######## dmem_port_arbiter ########
File: src/rtl/dmem_port_arbiter.sv
// Two-port arbiter for a single-ported data memory: port A has priority, and a
// bounded-wait counter forces a slot for port B. Read data returns one cycle after the grant.
module dmem_port_arbiter #(
   parameter int ADDR_W       = 5,
   parameter int DATA_W       = 32,
   parameter int STARVE_LIMIT = 4
) (
   input  logic              clk,
   input  logic              reset_n,
   input  logic              a_req,
   input  logic              a_we,
   input  logic [ADDR_W-1:0] a_addr,
   input  logic [DATA_W-1:0] a_wdata,
   output logic              a_gnt,
   output logic              a_stall,
   output logic              a_rvalid,
   output logic [DATA_W-1:0] a_rdata,
   input  logic              b_req,
   input  logic              b_we,
   input  logic [ADDR_W-1:0] b_addr,
   input  logic [DATA_W-1:0] b_wdata,
   output logic              b_gnt,
   output logic              b_rvalid,
   output logic [DATA_W-1:0] b_rdata,
   output logic              mem_en,
   output logic              mem_we,
   output logic [ADDR_W-1:0] mem_addr,
   output logic [DATA_W-1:0] mem_wdata,
   input  logic [DATA_W-1:0] mem_rdata
);
   localparam int CW = $clog2(STARVE_LIMIT + 1);
   localparam logic [CW-1:0] LIM = CW'(STARVE_LIMIT);

   typedef enum logic {A_PRI, B_FORCE} state_t;

   state_t            state, state_nxt;
   logic [CW-1:0]     wait_cnt, cnt_nxt;
   logic [1:0]        rd_acc;
   logic [1:0]        rvalid_q;
   logic [DATA_W-1:0] rdata_q [2];

   always_ff @(posedge clk or negedge reset_n) begin
      if (!reset_n) begin
         state    <= A_PRI;
         wait_cnt <= '0;
      end else begin
         state    <= state_nxt;
         wait_cnt <= cnt_nxt;
      end
   end

   always_comb begin
      a_gnt     = 1'b0;
      b_gnt     = 1'b0;
      state_nxt = state;
      cnt_nxt   = wait_cnt;
      case (state)
         A_PRI: begin
            a_gnt = a_req;
            b_gnt = b_req & ~a_req;
         end
         B_FORCE: begin
            // A may still use the slot if B withdrew its request.
            b_gnt     = b_req;
            a_gnt     = a_req & ~b_req;
            state_nxt = A_PRI;
         end
         default: state_nxt = A_PRI;
      endcase
      if (!b_req || b_gnt)    cnt_nxt = '0;
      else if (wait_cnt != LIM) cnt_nxt = wait_cnt + 1'b1;
      if (state == A_PRI && cnt_nxt == LIM) state_nxt = B_FORCE;
   end

   assign a_stall = a_req & ~a_gnt;
   assign mem_en  = a_gnt | b_gnt;

   always_comb begin
      mem_we    = 1'b0;
      mem_addr  = '0;
      mem_wdata = '0;
      if (a_gnt) begin
         mem_we    = a_we;
         mem_addr  = a_addr;
         mem_wdata = a_wdata;
      end else if (b_gnt) begin
         mem_we    = b_we;
         mem_addr  = b_addr;
         mem_wdata = b_wdata;
      end
      // Grants stay live during reset, so writes must be blocked explicitly.
      if (!reset_n) mem_we = 1'b0;
   end

   assign rd_acc = {b_gnt & ~b_we, a_gnt & ~a_we};

   always_ff @(posedge clk or negedge reset_n) begin
      if (!reset_n) begin
         rvalid_q <= '0;
         for (int p = 0; p < 2; p++) rdata_q[p] <= '0;
      end else begin
         rvalid_q <= rd_acc;
         for (int p = 0; p < 2; p++)
            if (rd_acc[p]) rdata_q[p] <= mem_rdata;
      end
   end

   assign a_rvalid = rvalid_q[0];
   assign b_rvalid = rvalid_q[1];
   assign a_rdata  = rdata_q[0];
   assign b_rdata  = rdata_q[1];
endmodule

File: config.mk
export PLATFORM = sky130hd
export DESIGN_NAME = dmem_port_arbiter
export DESIGN_NICKNAME = d
export VERILOG_FILES = /design/src/rtl/dmem_port_arbiter.sv
export SDC_FILE = /design/constraint.sdc
export NUM_CORES = 1
export LEC_CHECK = 0
export CAP_MARGIN = 20
export CORE_MARGIN = 3
export CORE_UTILIZATION = 38
export DETAILED_ROUTE_END_ITERATION = 7
export GPL_TIMING_DRIVEN = 0
export PLACE_DENSITY_LB_ADDON = 0.15
export RECOVER_POWER = 25
export SETUP_SLACK_MARGIN = 0.5
export SLEW_MARGIN = 0
export SYNTH_ARGS = -nofsm -noshare
export SYNTH_HDL_FRONTEND = slang
export SYNTH_SLANG_ARGS = --single-unit
File: constraint.sdc
create_clock -name clk -period 3.5 [get_ports clk]
set_clock_uncertainty 0.15 [all_clocks]
set_input_delay 0.7 -clock clk [delete_from_list [all_inputs] [get_ports clk]]
set_output_delay 0.7 -clock clk [all_outputs]
set_load 0.05 [all_outputs]
######## game_tick_controller ########
[config.mk]
export PLATFORM = sky130hd
export DESIGN_NAME = game_tick_controller
export DESIGN_NICKNAME = d
export VERILOG_FILES = /design/src/rtl/game_tick_controller_pkg.sv /design/src/rtl/game_tick_controller_rise_detect.sv /design/src/rtl/game_tick_controller.sv
export SDC_FILE = /design/constraint.sdc
export NUM_CORES = 1
export LEC_CHECK = 0
export ABC_AREA = 1
export CAP_MARGIN = 20
export CORE_MARGIN = 1.5
export CORE_UTILIZATION = 55
export DETAILED_ROUTE_END_ITERATION = 12
export GPL_ROUTABILITY_DRIVEN = 1
export MAX_ROUTING_LAYER = met4
export PLACE_DENSITY = 0.72
export SKIP_CTS_REPAIR_TIMING = 1
export SLEW_MARGIN = 30
export SYNTH_ARGS = -nofsm -noshare
export SYNTH_HDL_FRONTEND = slang
export SYNTH_SLANG_ARGS = --single-unit
[constraint.sdc]
create_clock -name clock -period 4.55 [get_ports clock]
set_input_delay 1.365 -clock clock [delete_from_list [all_inputs] [get_ports clock]]
set_output_delay 1.365 -clock clock [all_outputs]
set_load 0.05 [all_outputs]
[src/rtl/game_tick_controller_pkg.sv]
// Shared definitions for the Endless Wave game-flow controller.
//   state_t   : game-flow state encoding, also driven out on the state port
//   STATE_W   : width of the state encoding
//   LEVEL_MAX : saturation value of the level counter
package game_tick_controller_pkg;

  localparam int STATE_W = 2;

  typedef enum logic [STATE_W-1:0] {
    ST_IDLE  = 2'd0,
    ST_RUN   = 2'd1,
    ST_PAUSE = 2'd2,
    ST_OVER  = 2'd3
  } state_t;

  localparam logic [3:0] LEVEL_MAX = 4'd15;

endpackage

[src/rtl/game_tick_controller_rise_detect.sv]
// Rising-edge detector for an already-synchronised button level.
//   clock : system clock
//   reset : synchronous, active-high
//   in    : button level
//   rise  : in & ~previous sample (combinational, valid for the current clock)
// The previous-sample register resets to 1, so a button already held down
// while reset releases does not produce a spurious edge.
module game_tick_controller_rise_detect (
  input  logic clock,
  input  logic reset,
  input  logic in,
  output logic rise
);

  logic prev;

  always_ff @(posedge clock) begin
    if (reset) prev <= 1'b1;
    else       prev <= in;
  end

  assign rise = in & ~prev;

endmodule

[src/rtl/game_tick_controller.sv]
// Game-flow FSM and variable-rate tick generator for Endless Wave.
//   clock         : system clock
//   reset         : synchronous, active-high
//   start         : start/restart button level, rising edge acts
//   pause         : pause button level, rising edge toggles RUN<->PAUSE
//   collision     : player hit level, only looked at in RUN
//   game_tick     : one-clock pulse per tick period, only in RUN
//   score_enable  : 1 while in RUN
//   score_reset_n : active-low one-clock clear for the score counter
//   level         : difficulty level, saturates at 15
//   state         : IDLE=0, RUN=1, PAUSE=2, OVER=3
//   game_over     : 1 while in OVER
// Every LEVEL_TICKS ticks the tick period shrinks by TICK_DIV_STEP down to
// TICK_DIV_MIN. Requires TICK_DIV_MIN >= 2 so ticks are never back to back.
module game_tick_controller
  import game_tick_controller_pkg::*;
#(
  parameter int DIV_W         = 26,
  parameter int TICK_DIV_INIT = 25_000_000,
  parameter int TICK_DIV_MIN  = 2_500_000,
  parameter int TICK_DIV_STEP = 1_250_000,
  parameter int LEVEL_TICKS   = 16
) (
  input  logic         clock,
  input  logic         reset,
  input  logic         start,
  input  logic         pause,
  input  logic         collision,
  output logic         game_tick,
  output logic         score_enable,
  output logic         score_reset_n,
  output logic [3:0]   level,
  output logic [STATE_W-1:0] state,
  output logic         game_over
);

  localparam int CNT_W = (LEVEL_TICKS > 1) ? $clog2(LEVEL_TICKS) : 1;
  localparam logic [CNT_W-1:0] CNT_LAST = CNT_W'(LEVEL_TICKS - 1);
  localparam logic [DIV_W-1:0] DIV_INIT = DIV_W'(TICK_DIV_INIT);
  localparam logic [DIV_W-1:0] DIV_MIN  = DIV_W'(TICK_DIV_MIN);
  localparam logic [DIV_W-1:0] DIV_STEP = DIV_W'(TICK_DIV_STEP);
  localparam logic [DIV_W-1:0] DIV_ONE  = DIV_W'(1);

  // Period after a level-up; the subtraction carries an extra bit so a step
  // larger than the current period clamps to the floor instead of wrapping.
  function automatic logic [DIV_W-1:0] ramp_period(input logic [DIV_W-1:0] p);
    logic [DIV_W:0] diff;
    diff = {1'b0, p} - {1'b0, DIV_STEP};
    if (diff[DIV_W] || (diff[DIV_W-1:0] < DIV_MIN)) return DIV_MIN;
    else                                             return diff[DIV_W-1:0];
  endfunction

  function automatic logic [3:0] sat_level(input logic [3:0] l);
    return (l == LEVEL_MAX) ? l : l + 4'd1;
  endfunction

  state_t             st;
  logic [DIV_W-1:0]   period;
  logic [DIV_W-1:0]   divider;
  logic [DIV_W-1:0]   next_period;
  logic [CNT_W-1:0]   tick_cnt;
  logic               start_rise;
  logic               pause_rise;

  game_tick_controller_rise_detect u_start_rise (
    .clock (clock),
    .reset (reset),
    .in    (start),
    .rise  (start_rise)
  );

  game_tick_controller_rise_detect u_pause_rise (
    .clock (clock),
    .reset (reset),
    .in    (pause),
    .rise  (pause_rise)
  );

  always_comb next_period = ramp_period(period);

  assign state = st;

  always_ff @(posedge clock) begin
    if (reset) begin
      st            <= ST_IDLE;
      level         <= 4'd0;
      period        <= DIV_INIT;
      divider       <= DIV_INIT - DIV_ONE;
      tick_cnt      <= '0;
      game_tick     <= 1'b0;
      score_enable  <= 1'b0;
      score_reset_n <= 1'b0;
      game_over     <= 1'b0;
    end else begin
      game_tick     <= 1'b0;
      score_reset_n <= 1'b1;
      case (st)
        ST_IDLE: begin
          if (start_rise) begin
            // Clear is registered, so it lands on the same edge RUN begins.
            st            <= ST_RUN;
            divider       <= period - DIV_ONE;
            score_reset_n <= 1'b0;
            score_enable  <= 1'b1;
          end
        end
        ST_RUN: begin
          if (collision) begin
            st           <= ST_OVER;
            score_enable <= 1'b0;
            game_over    <= 1'b1;
          end else if (pause_rise) begin
            st           <= ST_PAUSE;
            score_enable <= 1'b0;
          end else if (divider == '0) begin
            game_tick <= 1'b1;
            if (tick_cnt == CNT_LAST) begin
              // The shorter period already governs the interval that starts now.
              tick_cnt <= '0;
              level    <= sat_level(level);
              period   <= next_period;
              divider  <= next_period - DIV_ONE;
            end else begin
              tick_cnt <= tick_cnt + CNT_W'(1);
              divider  <= period - DIV_ONE;
            end
          end else begin
            divider <= divider - DIV_ONE;
          end
        end
        ST_PAUSE: begin
          // Divider is held; start and collision have no effect here.
          if (pause_rise) begin
            st           <= ST_RUN;
            score_enable <= 1'b1;
          end
        end
        ST_OVER: begin
          // Score stays visible; it is cleared on the next IDLE->RUN start.
          if (start_rise) begin
            st        <= ST_IDLE;
            game_over <= 1'b0;
            period    <= DIV_INIT;
            level     <= 4'd0;
            tick_cnt  <= '0;
          end
        end
        default: st <= ST_IDLE;
      endcase
    end
  end

endmodule

game_tick_controller/placement.png
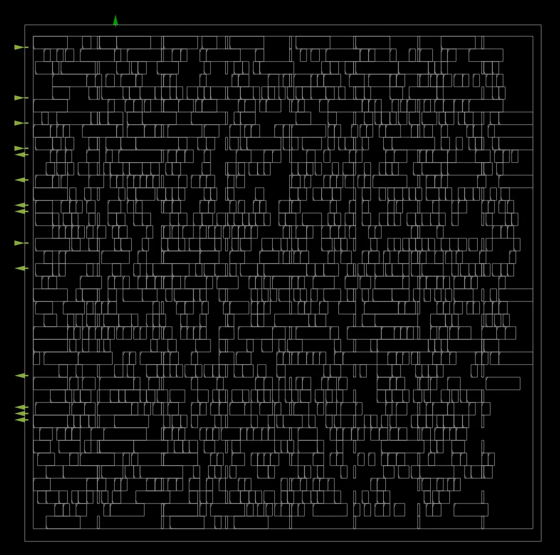
fill count: 1228
Non-Filler Instances: 1234
flop share of the area: 19.9%
Tapcells: 143

==> out/qor.txt, game_tick_controller <==
syn_area_per_cell: 5.89 sq um
CP Depth: 25
Final Util: 60.0%
inverter count: 140
fin crit share: 83.4%
outcome: finished clean
largest net degree at the start of global routing: 42
Synth top cells by count: nand2_1 (297), nor2_1 (140), inv_1 (118), nand3_1 (87), a21oi_1 (77)
most numerous logic cell after layout: nand2_1
biggest area consumer among synthesized cells: dfxtp_1
cell area after layout: 6860 sq um
first-pass GRT wire length: 31700 microns
Worst path slowest cell: dfxtp_1
# H-tree levels: 3
grt peak-use layer: met2
crit-path max FO: 16
Non-clock buffering overhead: 2.81%
root buf cell: clkbuf_16
Latency at later pin: 0.35 ns
Clock Power Share: 24.7%
total gr overflow: 0
final hold viol count: 0
Die Width: 111 microns
syn nets: 1106
Die Area: 12400 sq um
Reg2Reg Capture Point: divider[6]$_SDFFE_PP0P_
flop count: 68
game_tick_controller: state kept, by name, summed over array words and instances (netlist names):
register / cells
level: 4
state: 2
score_reset_n: 1
game_over: 1
u_pause_rise.prev: 1
u_start_rise.prev: 1
period: 26
tick_cnt: 4
score_enable: 1
game_tick: 1
divider: 26
game_tick_controller: cells by family after synthesis:
family / count (synthesis)
DFF: 68
AOI/OAI and AO/OA: 176
adders and majority gates: 6
xor gates and xnor gates: 38
buffers and inverters: 179
and+or+nand+nor: 628
dmem_port_arbiter/io_placement.png
Pins as bars across the die edge, other pins in gray.
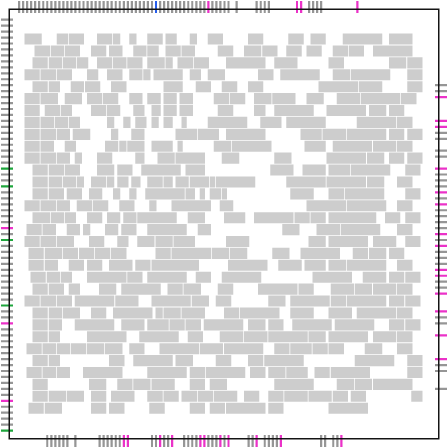
| color | port | pins | direction | edge |
|---|---|---|---|---|
| green | `b_addr` | 5 | input | left |
| blue | `mem_en` | 1 | output | top |
| magenta | `a_rdata` | 32 | output | 14 right, 11 bottom, 4 top, 3 left |
all pins by edge: 70 left, 65 top, 46 bottom, 39 right

==> out/qor.txt, dmem_port_arbiter <==
outcome: finished clean
logic area: 1330 sq um
die height: 97.8 microns
initial antenna violation count: 0
CTS max path bufs: 2
met2 global-route usage: 38.1%
Area-dominant class: non-clock buffers
layout cells sized above 1: 32.3%
Clock-cell share: 4.06%
Clk pin slew, worst setup/hold paths: 0.08 ns
root buf cell: clkbuf_8
worst slack at placement: -0.365 ns
GR Util All Layers: 20.7%
Residual DRC: 0
crit-path max FO: 10
Die Width: 97.8 microns
Synth Seq Share: 54.8%
synthesized cell area: 3200 sq um
crit start category: primary input
largest net degree at the start of global routing: 72
syn nets: 321
final worst slack: 0.645 ns
worst hold path class: in -> async
dmem_port_arbiter: flip-flops by register name, indices dropped and copies added (netlist names):
name      count
a_rdata      32
b_rdata      32
wait_cnt      3
rvalid_q      2
state         1
dmem_port_arbiter: worst max-delay path: cells and delay by family:
kind / cells / cell delay, ns
AOI/OAI and AO/OA: 1 / 0.14
and+or+nand+nor: 1 / 0.24
buffers and inverters: 4 / 0.92
dmem_port_arbiter: report_power, final:
group	switching (W)	internal [W]
Clock	0.000301	0.000440
Sequential	0.0000692	0.000936
Combinational	0.000779	0.000529
Total	0.00115	0.00190

==> screenshots <==
Clock distribution.
Bar = 20 microns.
Plate I
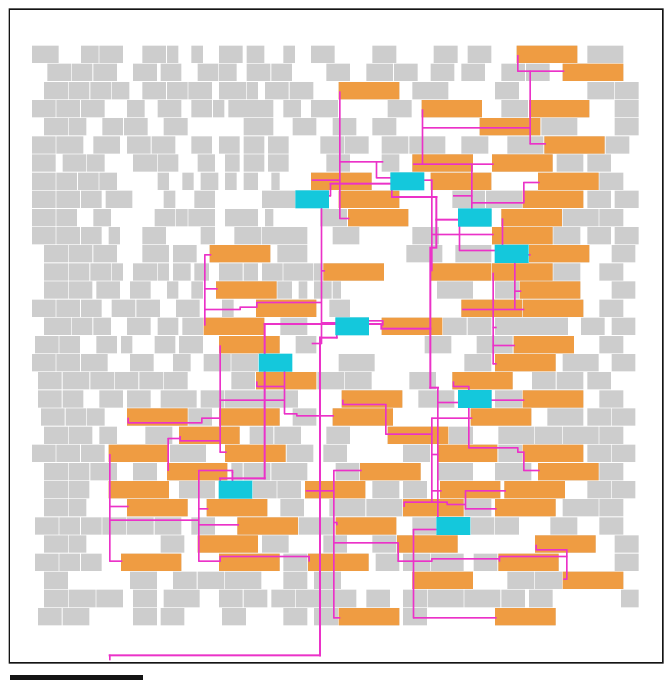
Plate II
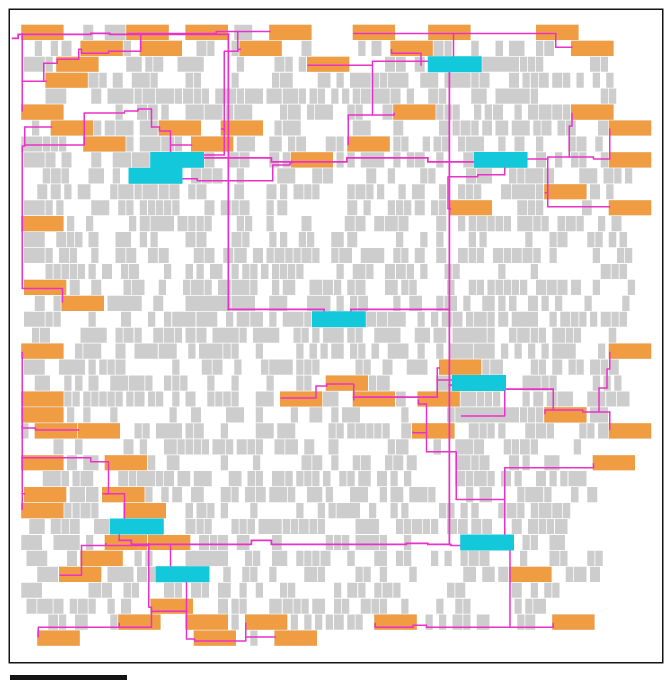
Of these, largest die: Plate II
- game_tick_controller = Plate II
- dmem_port_arbiter = Plate I

Key to Plate I:
[magenta] clock wires | length: 863 microns
[cyan] clock drivers | count: 9
[orange] flip-flops | count: 70
routed clock nets: 10


######## bus_timeout_monitor ########
bus_timeout_monitor/wires.png
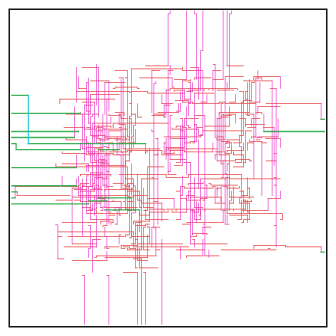

**config.mk**
```make
export PLATFORM = sky130hd
export DESIGN_NAME = bus_timeout_monitor
export DESIGN_NICKNAME = d
export VERILOG_FILES = /design/src/rtl/bus_timeout_monitor.sv
export SDC_FILE = /design/constraint.sdc
export NUM_CORES = 1
export LEC_CHECK = 0
export CAP_MARGIN = 20
export CORE_MARGIN = 10
export CORE_UTILIZATION = 55
export DETAILED_ROUTE_END_ITERATION = 8
export PLACE_DENSITY = 0.84
export SLEW_MARGIN = 20
export SYNTH_ARGS = -nofsm -noshare
export SYNTH_HDL_FRONTEND = slang
export SYNTH_SLANG_ARGS = --single-unit
```
**constraint.sdc**
```tcl
create_clock -name clk -period 5 [get_ports clk]
set_input_delay 0.5 -clock clk [delete_from_list [all_inputs] [get_ports clk]]
set_output_delay 0.5 -clock clk [all_outputs]
set_load 0.005 [all_outputs]
```
**src/rtl/bus_timeout_monitor.sv**
```systemverilog
// bus_timeout_monitor: 68000 bus-cycle watchdog that raises BERR (optionally HALT+BERR for
// a rerun) when DTACK does not arrive within a programmable number of clocks.
module bus_timeout_monitor #(
  parameter int CNT_W       = 8,
  parameter int RESET_LIMIT = 127,
  parameter int RETRY_EN    = 0
) (
  input  logic             clk,
  input  logic             reset_n,
  input  logic             as_n,
  input  logic             dtack_n,
  input  logic             enable,
  input  logic [CNT_W-1:0] limit_in,
  input  logic             limit_we,
  input  logic             fault_clr,
  output logic             berr_n,
  output logic             halt_n,
  output logic             timeout,
  output logic [7:0]       fault_count
);
  typedef enum logic [1:0] {IDLE, COUNT, FAULT} state_t;
  localparam logic RE = (RETRY_EN != 0);
  state_t r_state, w_next;
  logic [CNT_W-1:0] r_cnt, r_limit;
  logic r_retry, r_berr_n, r_halt_n, r_timeout;
  logic [7:0] r_fc;
  logic w_term, w_hit, w_fault_entry;
  assign w_term = as_n | ~dtack_n | ~enable;
  assign w_hit = (r_cnt >= r_limit);
  // termination wins over a timeout in the same cycle
  assign w_fault_entry = (r_state == COUNT) && !w_term && w_hit;
  always_comb begin
    w_next = r_state;
    case (r_state)
      IDLE:    w_next = (enable && !as_n) ? COUNT : IDLE;
      COUNT:   w_next = w_term ? IDLE : (w_hit ? FAULT : COUNT);
      FAULT:   w_next = as_n ? IDLE : FAULT;
      default: w_next = IDLE;
    endcase
  end
  always_ff @(posedge clk or negedge reset_n) begin
    if (!reset_n) begin
      r_state   <= IDLE;
      r_cnt     <= '0;
      r_limit   <= CNT_W'(RESET_LIMIT);
      r_retry   <= 1'b0;
      r_berr_n  <= 1'b1;
      r_halt_n  <= 1'b1;
      r_timeout <= 1'b0;
      r_fc      <= 8'd0;
    end else begin
      r_state   <= w_next;
      r_cnt     <= (r_state == COUNT && w_next == COUNT) ? r_cnt + CNT_W'(1) : '0;
      r_limit   <= limit_we ? limit_in : r_limit;
      r_berr_n  <= (w_next != FAULT);
      r_halt_n  <= w_fault_entry ? !(RE && !r_retry) : ((w_next == FAULT) ? r_halt_n : 1'b1);
      r_timeout <= w_fault_entry;
      if (!enable)
        r_retry <= 1'b0;
      else if (w_fault_entry && RE)
        r_retry <= !r_retry;
      else if (r_state == COUNT && !dtack_n)
        r_retry <= 1'b0;
      if (fault_clr)
        r_fc <= {7'd0, w_fault_entry};
      else if (w_fault_entry && r_fc != 8'hFF)
        r_fc <= r_fc + 8'd1;
    end
  end
  assign berr_n      = r_berr_n;
  assign halt_n      = r_halt_n;
  assign timeout     = r_timeout;
  assign fault_count = r_fc;
endmodule

```
######## hci_streamer_sequencer ########
File: config.mk
export PLATFORM = sky130hd
export DESIGN_NAME = hci_streamer_sequencer
export DESIGN_NICKNAME = d
export VERILOG_FILES = /design/src/rtl/hci_streamer_sequencer.sv
export SDC_FILE = /design/constraint.sdc
export NUM_CORES = 1
export LEC_CHECK = 0
export CORE_ASPECT_RATIO = 1.1
export CORE_MARGIN = 3
export CORE_UTILIZATION = 53
export CTS_BUF_LIST = sky130_fd_sc_hd__clkbuf_8 sky130_fd_sc_hd__clkbuf_16
export DETAILED_ROUTE_END_ITERATION = 7
export PLACE_DENSITY = 0.86
export SETUP_SLACK_MARGIN = 0.5
export SYNTH_ARGS = -nofsm -noshare
export SYNTH_HDL_FRONTEND = slang
export SYNTH_SLANG_ARGS = --single-unit
File: constraint.sdc
create_clock -name clk_i -period 8.7 [get_ports clk_i]
set_input_delay 2.175 -clock clk_i [delete_from_list [all_inputs] [get_ports clk_i]]
set_output_delay 2.175 -clock clk_i [all_outputs]
set_load 0.01 [all_outputs]
File: src/rtl/hci_streamer_sequencer.sv
// -----------------------------------------------------------------------------
// hci_streamer_sequencer
//   Queues streamer jobs (address-generator configurations) in a small FIFO
//   and hands them one at a time to an HCI streamer. Each job goes through
//   IDLE (issue) -> WORKING (wait for done) -> DONE (one-cycle completion).
//
//   The struct-typed ports are carried as packed vectors so the block stands
//   alone; field order matches a packed struct (first field = MSBs):
//     ctrl_o  = {req_start, addressgen_ctrl[CFG_W-1:0]}
//     flags_i = {ready_start, done, addressgen_flags[AGF_W-1:0]}
//     state_o : 0 = IDLE, 1 = WORKING, 2 = DONE
//
// Ports
//   clk_i, rst_ni   clock, asynchronous active-low reset
//   clear_i         synchronous clear (wins over push/issue/done)
//   job_valid_i     push request, job_cfg_i = configuration of that job
//   job_ready_o     FIFO not full
//   ctrl_o          streamer control
//   flags_i         streamer flags (addressgen_flags ignored)
//   state_o         sequencer state
//   evt_done_o      one-cycle pulse per completed job
//   jobs_pending_o  FIFO occupancy
//   jobs_done_o     completed-job counter (wraps)
// -----------------------------------------------------------------------------
module hci_streamer_sequencer #(
   parameter int JOB_DEPTH = 2,
   parameter int CNT_W     = 16,
   parameter int CFG_W     = 32,
   parameter int AGF_W     = 8,
   localparam int PW       = (JOB_DEPTH > 1) ? $clog2(JOB_DEPTH) : 1,
   localparam int OCC_W    = $clog2(JOB_DEPTH + 1)
) (
   input  logic               clk_i,
   input  logic               rst_ni,
   input  logic               clear_i,
   input  logic               job_valid_i,
   output logic               job_ready_o,
   input  logic [CFG_W-1:0]   job_cfg_i,
   output logic [CFG_W:0]     ctrl_o,
   input  logic [AGF_W+1:0]   flags_i,
   output logic [1:0]         state_o,
   output logic               evt_done_o,
   output logic [OCC_W-1:0]   jobs_pending_o,
   output logic [CNT_W-1:0]   jobs_done_o
);

   typedef enum logic [1:0] {
      ST_IDLE    = 2'd0,
      ST_WORKING = 2'd1,
      ST_DONE    = 2'd2
   } state_t;

   state_t             r_state, w_state_nxt;
   logic [CFG_W-1:0]   r_mem [JOB_DEPTH];
   logic [PW-1:0]      r_wptr, r_rptr;
   logic [OCC_W-1:0]   r_cnt;
   logic [CFG_W-1:0]   r_cfg;
   logic [CNT_W-1:0]   r_done_cnt;

   logic               w_empty, w_full, w_push, w_pop;
   logic               w_req_start, w_ready_start, w_done;
   logic [CFG_W-1:0]   w_cfg_out;

   assign w_ready_start = flags_i[AGF_W+1];
   assign w_done        = flags_i[AGF_W];

   assign w_empty = (r_cnt == '0);
   assign w_full  = (r_cnt == OCC_W'(JOB_DEPTH));
   // no bypass: a full FIFO refuses pushes even while popping
   assign w_push  = job_valid_i && !w_full;
   assign w_pop   = w_req_start;

   // ---------------- FSM next state / outputs ----------------
   always_comb begin
      w_state_nxt = r_state;
      w_req_start = 1'b0;
      w_cfg_out   = r_cfg;
      unique case (r_state)
         ST_IDLE: begin
            w_cfg_out   = w_empty ? '0 : r_mem[r_rptr];
            w_req_start = !w_empty && w_ready_start && !clear_i;
            if (w_req_start) w_state_nxt = ST_WORKING;
         end
         ST_WORKING: if (w_done) w_state_nxt = ST_DONE;
         ST_DONE:    w_state_nxt = ST_IDLE;
         default:    w_state_nxt = ST_IDLE;
      endcase
      if (clear_i) w_state_nxt = ST_IDLE;
   end

   always_ff @(posedge clk_i or negedge rst_ni) begin
      if (!rst_ni) r_state <= ST_IDLE;
      else         r_state <= w_state_nxt;
   end

   // ---------------- job FIFO ----------------
   // storage needs no reset: the head is masked to zero while empty
   always_ff @(posedge clk_i) begin
      if (w_push && !clear_i) r_mem[r_wptr] <= job_cfg_i;
   end

   always_ff @(posedge clk_i or negedge rst_ni) begin
      if (!rst_ni) begin
         r_wptr <= '0;
         r_rptr <= '0;
         r_cnt  <= '0;
      end else if (clear_i) begin
         r_wptr <= '0;
         r_rptr <= '0;
         r_cnt  <= '0;
      end else begin
         if (w_push) r_wptr <= r_wptr + PW'(1);
         if (w_pop)  r_rptr <= r_rptr + PW'(1);
         r_cnt <= r_cnt + OCC_W'(w_push) - OCC_W'(w_pop);
      end
   end

   // ---------------- in-flight config and completion counter ----------------
   always_ff @(posedge clk_i or negedge rst_ni) begin
      if (!rst_ni) begin
         r_cfg      <= '0;
         r_done_cnt <= '0;
      end else if (clear_i) begin
         r_cfg      <= '0;
         r_done_cnt <= '0;
      end else begin
         if (w_req_start)         r_cfg      <= r_mem[r_rptr];
         if (r_state == ST_DONE)  r_done_cnt <= r_done_cnt + CNT_W'(1);
      end
   end

   assign ctrl_o         = {w_req_start, w_cfg_out};
   assign state_o        = r_state;
   assign evt_done_o     = (r_state == ST_DONE);
   assign job_ready_o    = !w_full;
   assign jobs_pending_o = r_cnt;
   assign jobs_done_o    = r_done_cnt;

endmodule

######## lsu_ctrl_flat ########
[config.mk]
export PLATFORM = sky130hd
export DESIGN_NAME = lsu_ctrl_flat
export DESIGN_NICKNAME = d
export VERILOG_FILES = /design/src/rtl/lsu_pkg.sv /design/src/rtl/lsu_ctrl_if.sv /design/src/rtl/lsu_lane.sv /design/src/rtl/lsu_ctrl.sv /design/src/flat_wrapper.sv
export SDC_FILE = /design/constraint.sdc
export NUM_CORES = 1
export LEC_CHECK = 0
export CAP_MARGIN = 20
export CORE_MARGIN = 2
export CORE_UTILIZATION = 40
export CTS_BUF_LIST = sky130_fd_sc_hd__clkbuf_8
export DETAILED_ROUTE_END_ITERATION = 8
export MAX_ROUTING_LAYER = met4
export PLACE_DENSITY = 0.72
export RECOVER_POWER = 100
export SYNTH_ARGS = -nofsm -noshare
export SYNTH_HDL_FRONTEND = slang
export SYNTH_SLANG_ARGS = --single-unit
[constraint.sdc]
create_clock -name clk -period 11.8 [get_ports clk]
set_clock_uncertainty 0.2 [all_clocks]
set_input_delay 2.95 -clock clk [delete_from_list [all_inputs] [get_ports clk]]
set_output_delay 2.95 -clock clk [all_outputs]
set_load 0.005 [all_outputs]
[src/rtl/lsu_pkg.sv]
// Shared definitions for the load/store unit.
// Holds the RV32I funct3 encodings for data accesses, the controller state
// encoding, byte-lane mask constants and the funct3 legality helper.
package lsu_pkg;

  // RV32I load/store funct3 encodings (stores use only B/H/W).
  localparam logic [2:0] F3_B  = 3'b000;
  localparam logic [2:0] F3_H  = 3'b001;
  localparam logic [2:0] F3_W  = 3'b010;
  localparam logic [2:0] F3_BU = 3'b100;
  localparam logic [2:0] F3_HU = 3'b101;

  typedef enum logic [1:0] {
    IDLE = 2'd0,
    REQ  = 2'd1,
    WAIT = 2'd2,
    RESP = 2'd3
  } lsu_state_e;

  // Lane masks for an access starting at byte 0; shifted by the byte offset.
  localparam logic [3:0] MASK_NONE = 4'b0000;
  localparam logic [3:0] MASK_B    = 4'b0001;
  localparam logic [3:0] MASK_H    = 4'b0011;
  localparam logic [3:0] MASK_W    = 4'b1111;

  // Stores have no unsigned variants, so BU/HU are only legal for loads.
  function automatic logic fun3_legal(input logic we, input logic [2:0] fun3);
    if (we) return (fun3 == F3_B) || (fun3 == F3_H) || (fun3 == F3_W);
    return (fun3 == F3_B) || (fun3 == F3_H) || (fun3 == F3_W) ||
           (fun3 == F3_BU) || (fun3 == F3_HU);
  endfunction

endpackage

[src/rtl/lsu_ctrl_if.sv]
// Data-memory port of the load/store unit.
// Single-outstanding request/grant/rvalid bus.
//   master : the controller (drives req/we/addr/mask/wdata)
//   slave  : the memory     (drives gnt/rvalid/rdata)
interface lsu_ctrl_if #(
  parameter int DataWidth = 32
);
  logic                 mem_req;
  logic                 mem_gnt;
  logic                 mem_we;
  logic [DataWidth-1:0] mem_addr;
  logic [3:0]           mem_mask;
  logic [DataWidth-1:0] mem_wdata;
  logic                 mem_rvalid;
  logic [DataWidth-1:0] mem_rdata;

  modport master (
    output mem_req, mem_we, mem_addr, mem_mask, mem_wdata,
    input  mem_gnt, mem_rvalid, mem_rdata
  );

  modport slave (
    input  mem_req, mem_we, mem_addr, mem_mask, mem_wdata,
    output mem_gnt, mem_rvalid, mem_rdata
  );
endinterface

[src/rtl/lsu_lane.sv]
// Byte-lane steering for one 32-bit data access (purely combinational).
//   fun3/byteadd    : access size/signedness and byte offset in the word
//   wdata           : right-aligned store data
//   rdata           : raw word returned by memory
//   mask            : byte-lane write strobes
//   wdata_out       : store data replicated so the target lanes carry it
//   rdata_out       : load data shifted down and sign/zero extended
//   misaligned      : access crosses a word boundary for its size
module lsu_lane
  import lsu_pkg::*;
(
  input  logic [2:0]  fun3,
  input  logic [1:0]  byteadd,
  input  logic [31:0] wdata,
  input  logic [31:0] rdata,
  output logic [3:0]  mask,
  output logic [31:0] wdata_out,
  output logic [31:0] rdata_out,
  output logic        misaligned
);

  logic [31:0] rshift;
  logic [7:0]  rbyte;
  logic [15:0] rhalf;

  always_comb begin
    mask       = MASK_NONE;
    wdata_out  = wdata;
    rdata_out  = rdata;
    misaligned = 1'b0;
    rshift     = rdata >> {byteadd, 3'b000};
    rbyte      = rshift[7:0];
    rhalf      = rshift[15:0];

    // fun3[2] selects zero extension; fun3[1:0] is the access size.
    case (fun3[1:0])
      2'b00: begin
        mask      = MASK_B << byteadd;
        wdata_out = {4{wdata[7:0]}};
        rdata_out = fun3[2] ? {24'd0, rbyte} : {{24{rbyte[7]}}, rbyte};
      end
      2'b01: begin
        misaligned = (byteadd == 2'd3);
        mask       = MASK_H << byteadd;
        // Offset 1 needs the halfword in bytes 2:1; the other lanes get
        // the wrapped-around copy so every lane is deterministic.
        wdata_out  = (byteadd == 2'd1) ? {wdata[7:0], wdata[15:0], wdata[15:8]}
                                       : {2{wdata[15:0]}};
        rdata_out  = fun3[2] ? {16'd0, rhalf} : {{16{rhalf[15]}}, rhalf};
      end
      2'b10: begin
        misaligned = (byteadd != 2'd0);
        mask       = MASK_W;
      end
      default: begin
        // Size 11 is illegal for RV32I; legality is rejected elsewhere.
      end
    endcase
  end

endmodule

[src/rtl/lsu_ctrl.sv]
// Load/store sequencing controller between the MEM stage and data memory.
//   clk, rst_n       : clock, synchronous active-low reset
//   req_*            : pipeline request (valid/ready handshake)
//   mem              : memory port (lsu_ctrl_if master modport)
//   rsp_valid/err    : one-cycle response pulse and error qualifier
//   rsp_rdata        : extended load data, 0 for stores and errors
//   busy             : controller is not idle
module lsu_ctrl
  import lsu_pkg::*;
#(
  parameter int DataWidth = 32,
  parameter int Timeout   = 64
) (
  input  logic                 clk,
  input  logic                 rst_n,
  input  logic                 req_valid,
  output logic                 req_ready,
  input  logic                 req_we,
  input  logic [2:0]           req_fun3,
  input  logic [DataWidth-1:0] req_addr,
  input  logic [DataWidth-1:0] req_wdata,
  lsu_ctrl_if.master           mem,
  output logic                 rsp_valid,
  output logic                 rsp_err,
  output logic [DataWidth-1:0] rsp_rdata,
  output logic                 busy
);

  // The counter only needs to hold 0 .. Timeout-1.
  localparam int CntW = (Timeout > 1) ? $clog2(Timeout) : 1;
  localparam logic [CntW-1:0] CntLast = CntW'((Timeout > 0) ? Timeout - 1 : 0);

  lsu_state_e           state_q, state_d;
  logic [DataWidth-1:0] addr_q, addr_d;
  logic [DataWidth-1:0] wdata_q, wdata_d;
  logic [DataWidth-1:0] rdata_q, rdata_d;
  logic [2:0]           fun3_q, fun3_d;
  logic                 we_q, we_d;
  logic                 err_q, err_d;
  logic [CntW-1:0]      cnt_q, cnt_d;

  logic [2:0]           lane_fun3;
  logic [1:0]           lane_byte;
  logic [3:0]           lane_mask;
  logic [31:0]          lane_wdata;
  logic [31:0]          lane_rdata;
  logic                 lane_misaligned;

  // In IDLE the lane logic looks at the incoming request so the alignment
  // check is available at acceptance; otherwise it works on the captured
  // access, which keeps the memory outputs stable while waiting.
  assign lane_fun3 = (state_q == IDLE) ? req_fun3 : fun3_q;
  assign lane_byte = (state_q == IDLE) ? req_addr[1:0] : addr_q[1:0];

  lsu_lane u_lane (
    .fun3       (lane_fun3),
    .byteadd    (lane_byte),
    .wdata      (wdata_q),
    .rdata      (mem.mem_rdata),
    .mask       (lane_mask),
    .wdata_out  (lane_wdata),
    .rdata_out  (lane_rdata),
    .misaligned (lane_misaligned)
  );

  always_ff @(posedge clk) begin
    if (!rst_n) begin
      state_q <= IDLE;
      addr_q  <= '0;
      wdata_q <= '0;
      rdata_q <= '0;
      fun3_q  <= '0;
      we_q    <= 1'b0;
      err_q   <= 1'b0;
      cnt_q   <= '0;
    end else begin
      state_q <= state_d;
      addr_q  <= addr_d;
      wdata_q <= wdata_d;
      rdata_q <= rdata_d;
      fun3_q  <= fun3_d;
      we_q    <= we_d;
      err_q   <= err_d;
      cnt_q   <= cnt_d;
    end
  end

  always_comb begin
    state_d = state_q;
    addr_d  = addr_q;
    wdata_d = wdata_q;
    rdata_d = rdata_q;
    fun3_d  = fun3_q;
    we_d    = we_q;
    err_d   = err_q;
    cnt_d   = cnt_q;

    case (state_q)
      IDLE: begin
        if (req_valid) begin
          addr_d  = req_addr;
          wdata_d = req_wdata;
          fun3_d  = req_fun3;
          we_d    = req_we;
          rdata_d = '0;
          if (!fun3_legal(req_we, req_fun3) || lane_misaligned) begin
            // Rejected accesses never reach memory.
            err_d   = 1'b1;
            state_d = RESP;
          end else begin
            err_d   = 1'b0;
            state_d = REQ;
          end
        end
      end
      REQ: begin
        if (mem.mem_gnt) state_d = we_q ? RESP : WAIT;
      end
      WAIT: begin
        // rvalid takes priority over an expiring timeout in the same cycle.
        if (mem.mem_rvalid) begin
          rdata_d = lane_rdata;
          cnt_d   = '0;
          state_d = RESP;
        end else if ((Timeout != 0) && (cnt_q == CntLast)) begin
          err_d   = 1'b1;
          cnt_d   = '0;
          state_d = RESP;
        end else begin
          cnt_d = cnt_q + 1'b1;
        end
      end
      RESP: begin
        state_d = IDLE;
      end
      default: begin
        state_d = IDLE;
      end
    endcase
  end

  assign req_ready = (state_q == IDLE);
  assign busy      = (state_q != IDLE);

  assign mem.mem_req   = (state_q == REQ);
  assign mem.mem_we    = (state_q == REQ) && we_q;
  assign mem.mem_addr  = {addr_q[DataWidth-1:2], 2'b00};
  assign mem.mem_mask  = mem.mem_we ? lane_mask : MASK_NONE;
  assign mem.mem_wdata = (state_q == REQ) ? lane_wdata : '0;

  assign rsp_valid = (state_q == RESP);
  assign rsp_err   = rsp_valid && err_q;
  assign rsp_rdata = rsp_valid ? rdata_q : '0;

endmodule
[src/flat_wrapper.sv]
// flat-port wrapper written by rule: the top's interface ports become plain ports
module lsu_ctrl_flat import lsu_pkg::*;
#(
  parameter int DataWidth = 32,
  parameter int Timeout   = 64
)
  (clk, rst_n, req_valid, req_ready, req_we, req_fun3, req_addr, req_wdata, rsp_valid, rsp_err, rsp_rdata, busy, mem_mem_req, mem_mem_we, mem_mem_addr, mem_mem_mask, mem_mem_wdata, mem_mem_gnt, mem_mem_rvalid, mem_mem_rdata);
  lsu_ctrl_if #(.DataWidth(DataWidth)) mem_i ();
  input  logic clk;
  input  logic rst_n;
  input  logic req_valid;
  output logic req_ready;
  input  logic req_we;
  input  logic [2:0] req_fun3;
  input  logic [DataWidth-1:0] req_addr;
  input  logic [DataWidth-1:0] req_wdata;
  output logic rsp_valid;
  output logic rsp_err;
  output logic [DataWidth-1:0] rsp_rdata;
  output logic busy;
  output wire logic [$bits(mem_i.mem_req)-1:0] mem_mem_req;
  output wire logic [$bits(mem_i.mem_we)-1:0] mem_mem_we;
  output wire logic [$bits(mem_i.mem_addr)-1:0] mem_mem_addr;
  output wire logic [$bits(mem_i.mem_mask)-1:0] mem_mem_mask;
  output wire logic [$bits(mem_i.mem_wdata)-1:0] mem_mem_wdata;
  input wire logic [$bits(mem_i.mem_gnt)-1:0] mem_mem_gnt;
  input wire logic [$bits(mem_i.mem_rvalid)-1:0] mem_mem_rvalid;
  input wire logic [$bits(mem_i.mem_rdata)-1:0] mem_mem_rdata;
  assign mem_mem_req = mem_i.mem_req;
  assign mem_mem_we = mem_i.mem_we;
  assign mem_mem_addr = mem_i.mem_addr;
  assign mem_mem_mask = mem_i.mem_mask;
  assign mem_mem_wdata = mem_i.mem_wdata;
  assign mem_i.mem_gnt = mem_mem_gnt;
  assign mem_i.mem_rvalid = mem_mem_rvalid;
  assign mem_i.mem_rdata = mem_mem_rdata;
  lsu_ctrl #(.DataWidth(DataWidth), .Timeout(Timeout)) u_core (.clk(clk), .rst_n(rst_n), .req_valid(req_valid), .req_ready(req_ready), .req_we(req_we), .req_fun3(req_fun3), .req_addr(req_addr), .req_wdata(req_wdata), .mem(mem_i), .rsp_valid(rsp_valid), .rsp_err(rsp_err), .rsp_rdata(rsp_rdata), .busy(busy));
endmodule

==> gallery <==
I/O pins on the die edge.
Pins as bars across the die edge, other pins in gray.
(a)
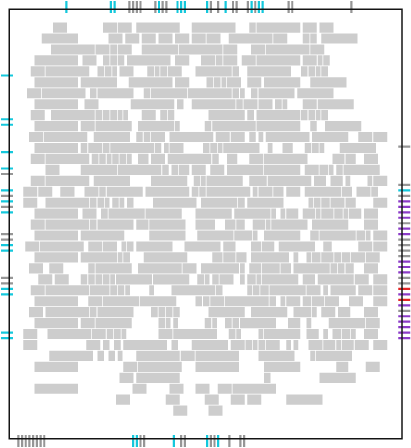
(b)
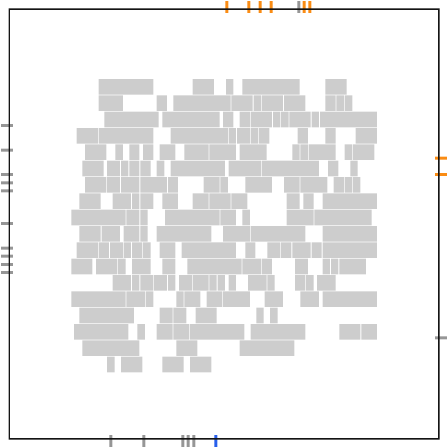
(c)
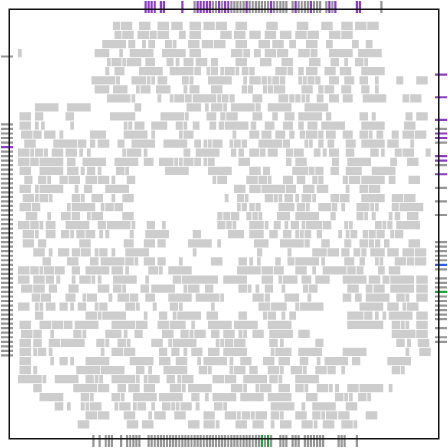
bus_timeout_monitor is (b).
hci_streamer_sequencer is (a).
lsu_ctrl_flat is (c).
The one with the fewest pins is (b).
The one with the most pins is (c).

bus_timeout_monitor/clk_routes.png
Bar = 20 microns.
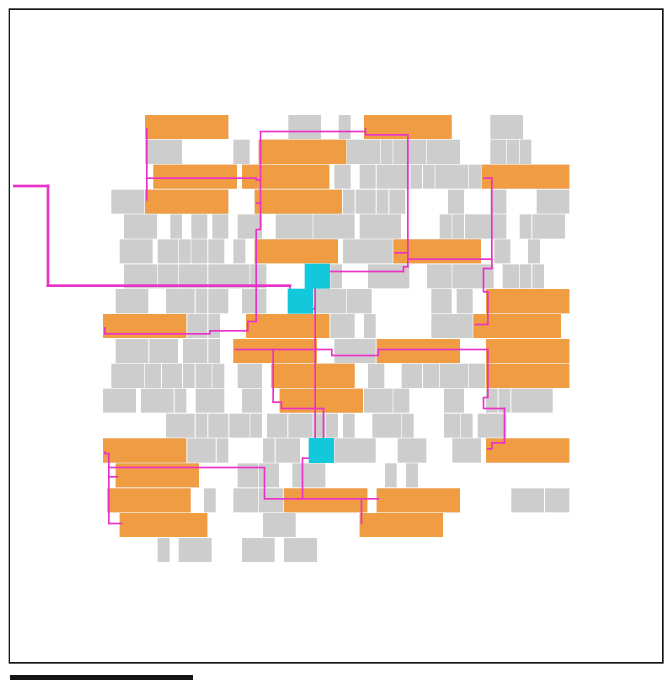
[cyan] clock drivers | count: 3
[orange] flip-flops | count: 28
[magenta] clock wires | length: 309 microns
routed clock nets: 4
Latency at later pin: 0.32 ns
Clock Power: 0.0000949 W
Post-Route Skew: 0.00520 ns
Clock Power Share: 25.4%

bus_timeout_monitor/placement.png
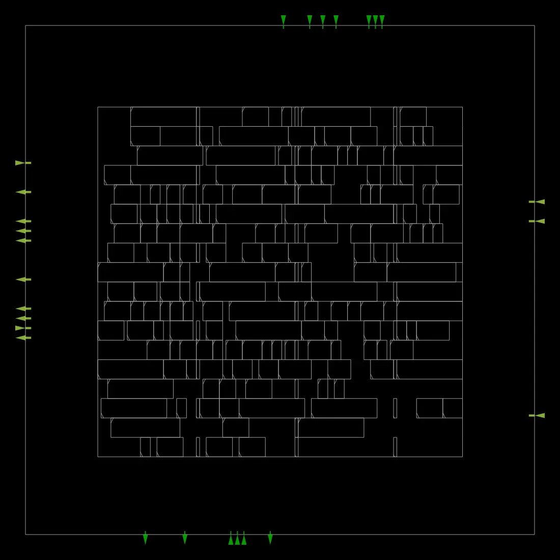
Tapcells: 30
Core Footprint: 2500 sq um
Final Util: 69.5%

Notes on bus_timeout_monitor/wires.png above:
| color | layer | wire length |
|---|---|---|
| cyan | metal 4 | 10.9 microns |
| magenta | metal 2 | 1620 microns |
| green | metal 3 | 178 microns |
| red | metal 1 | 1250 microns |

==> out/qor.txt, bus_timeout_monitor <==
outcome: finished clean
CP Depth: 8
cell area after layout: 1740 sq um
CP Data Required Time: 5.21 ns
crit start category: register
Die Width: 71.3 microns
RSZ-0062 raised after global routing: no
Min Hold Slack: 0.516 ns
mux share: 1.56%
die height: 71.3 microns
wire length on met3: 178 microns
CTS Buf Count: 3
post-route setup TNS: 0 ns
worst slack at placement: 2.61 ns
min Tclk post-route: 2.32 ns
pwr dens: 216 nW/um^2
syn nets: 171
max_slew headroom: 49.7%
CTS max path bufs: 2
Synth Area in Adders: 8.66%
Tightest Pin Transition: 0.749 ns
met1 WL: 1250 microns
biggest area consumer among synthesized cells: dfrtp_1
ys async rst share: 100%
number of enable flip-flop cells: 0
hpwl dp: 2400 microns
DRT iter0 DRCs: 60
setup repair bufs after CTS: 0
Reg2Reg Capture Point: r_state[1]$_DFF_PN0_
final setup fails: 0
met3 usage: 3.72%
Placer Congestion: 0.854
# rows: 18
cells in synth_stat.txt: 146
WL/cell: 15.2 microns
met2 wire len: 1620 microns
root buf cell: clkbuf_4
largest family of logic cells by area: simple AND/OR/NAND/NOR gates
Post-Syn Instances: 146
yosys stat area: 1450 sq um
==> bus_timeout_monitor: power by group <==
| part | internal (W) | switching [W] |
|---|---|---|
| clock | 0.0000312 | 0.0000637 |
| combinational | 0.0000197 | 0.0000206 |
| sequential | 0.000237 | 0.00000234 |
==> bus_timeout_monitor: cell type report <==
class                           count  area [sq um]  area share (%)
Multi-Input combinational cell    103           673            38.8
Tap cell                           30          37.5            2.16
Timing Repair Buffer               25           248            14.3
Inverter                           11          41.3            2.38
Sequential cell                    28           711            40.9
Clock buffer                        4          26.3            1.51
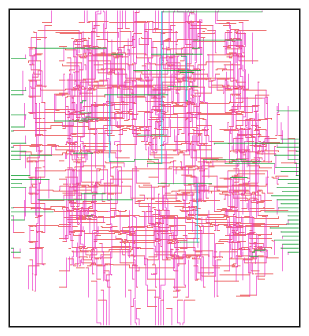
hci_streamer_sequencer/wires.png
| color | layer | wire length |
|---|---|---|
| green | metal 3 | 633 microns |
| magenta | metal 2 | 5800 microns |
| red | metal 1 | 4110 microns |
| cyan | metal 4 | 108 microns |
WL/cell: 17.6 microns
Post-Route WL: 10700 microns
DR vias: 3375
GR Util All Layers: 21.4%

==> out/qor.txt, hci_streamer_sequencer <==
Net Switching: 0.000599 W
max reg flops: 64
placed cell count: 573
Tightest Pin Transition: 1.05 ns
CTS max path bufs: 2
Yosys reg bits: 118
fill count: 564
Final ANT Viol Nets: 0
Clock Power: 0.000620 W
nets: 527
Latency at later pin: 0.50 ns
largest family of logic cells by area: simple AND/OR/NAND/NOR gates
hold depth: 2
largest net degree at the start of global routing: 66
total gr overflow: 0
Clock Sinks: 118
met3 usage: 5.45%
Residual DRC: 0
met1 WL: 4110 microns
r2r worst-path depth: 4
yosys stat area: 4850 sq um
reg2reg setup slack: 6.77 ns
post-route setup TNS: 0 ns
post-cts hold-fix buffer tally: 0
leading post-synthesis cells by cell area: edfxtp_1 (40%), dfrtp_1 (28%), mux2i_1 (6.8%), o21ai_1 (4.9%), nand3_1 (3.5%)
Synth Area in Adders: 0.773%
Final Util: 72.2%
fin crit share: 79.2%
Min Hold Slack: 0.518 ns
hpwl dp: 6490 microns
outcome: finished clean
-- hci_streamer_sequencer: final cells by class --
type | instances | area, sq um | area share, %
Clock inverter | 14 | 113 | 1.76
Timing Repair Buffer | 97 | 953 | 14.9
Tap cell | 114 | 143 | 2.23
Multi-Input combinational cell | 240 | 1480 | 23.1
Sequential cell | 118 | 3270 | 51.1
Inverter | 4 | 15.0 | 0.234
Clock buffer | 18 | 428 | 6.68
-- hci_streamer_sequencer: worst max-delay path, stage by stage --
cell and delay (ns):
clkdlybuf4s50_1 0.89, inv_2 0.75, o2111ai_4 0.23, inv_2 0.12
clkdlybuf4s50_1 0.55
lsu_ctrl_flat/placement.png
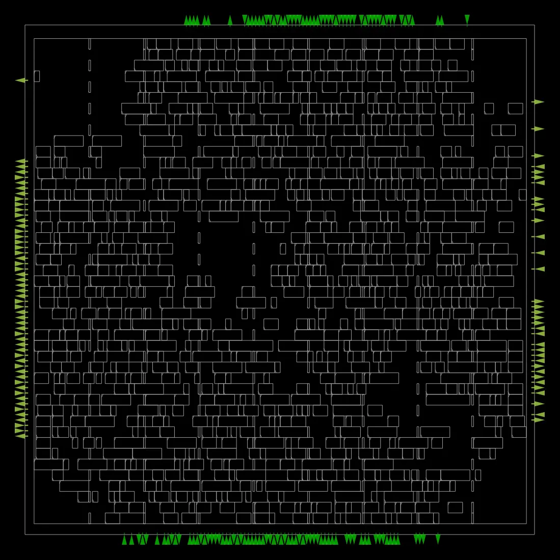
Non-Filler Instances: 1115
Final Util: 54.5%
Core Footprint: 15200 sq um

==> out/qor.txt, lsu_ctrl_flat <==
die height: 129 microns
Synth Seq Share: 35.2%
Placer Congestion: 0.969
Netlist cell types: 55
group drawing the most power: combinational logic
# H-tree levels: 3
Tool Warnings: 33
root buf cell: clkbuf_8
aoi share: 29.8%
logic area: 3480 sq um
failing checks: capacitance limit, slew limit
P&R area growth vs syn: 33.5%
Reg2Reg Capture Point: u_core.rdata_q[17]$_SDFFE_PN0P_
Switching Fraction: 42.4%
hold depth: 2
first-pass detailed-route iteration total: 5
Die Width: 129 microns
and+or+nand+nor area frac: 21.5%
Synth top cells by count: nand2_1 (200), dfxtp_1 (109), a21boi_0 (76), clkbuf_1 (53), and2_1 (40)
pins over their slew limit: 104
hpwl dp: 12700 microns
fill count: 1487
top sig layer: met4
final worst slack: 1.57 ns
cells in synth_stat.txt: 790
wire length on met3: 1320 microns
nets: 1035
leading post-synthesis cells by cell area: dfxtp_1 (35%), nand2_1 (12%), a21boi_0 (9.2%), o21a_1 (4.1%), and2_1 (4.0%)
Tightest Pin Transition: 4.02 ns
hold path endpoint: u_core.we_q$_SDFFE_PN0P_
yosys stat area: 6200 sq um
vias in the first global route: 5308
CTS tree: yes
WL/cell: 16.6 microns
max_slew headroom: -168%
reg2reg setup slack: 7.46 ns
outcome: complete, but fails checks
worst setup path startpoint: req_fun3[0]
first-pass GRT wire length: 28300 microns
max-cap viol count: 1
Seq pwr share: 30.7%
Synth Area in Adders: 1.61%
Clock Power: 0.000256 W
==> lsu_ctrl_flat: registers in the layout, indices dropped and copies added (netlist names) <==
register and cells:
u_core.addr_q 32, u_core.rdata_q 32, u_core.wdata_q 32, u_core.cnt_q 6, u_core.fun3_q 3, u_core.state_q 2
u_core.err_q 1, u_core.we_q 1
==> lsu_ctrl_flat: layout make-up <==
cell class,count,share of cell area [%]
multi-input combinational,575,42.0
sequential,109,26.3
timing repair buffer,217,25.7
tap,188,2.84
clock buffer,10,1.66
clock inverter,6,1.03
inverter,10,0.453


==> layout pictures side by side <==
Signal wires by layer.
image #1
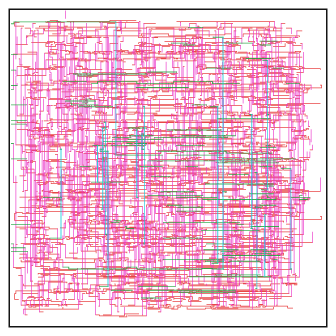
image #2
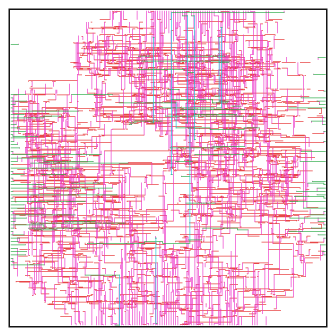
image #3
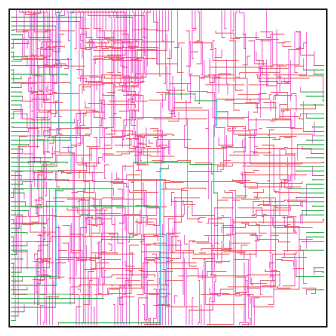
| from | picture |
|---|---|
| lsu_ctrl_flat | image #2 |
| dmem_port_arbiter | image #3 |
| game_tick_controller | image #1 |
Of these, least wire: image #3

Key to image #2:
| color | layer | wire length |
|---|---|---|
| magenta | metal 2 | 8600 microns |
| red | metal 1 | 8200 microns |
| green | metal 3 | 1320 microns |
| cyan | metal 4 | 364 microns |

No activity file was given, so power comes from the tool's default toggle rates.
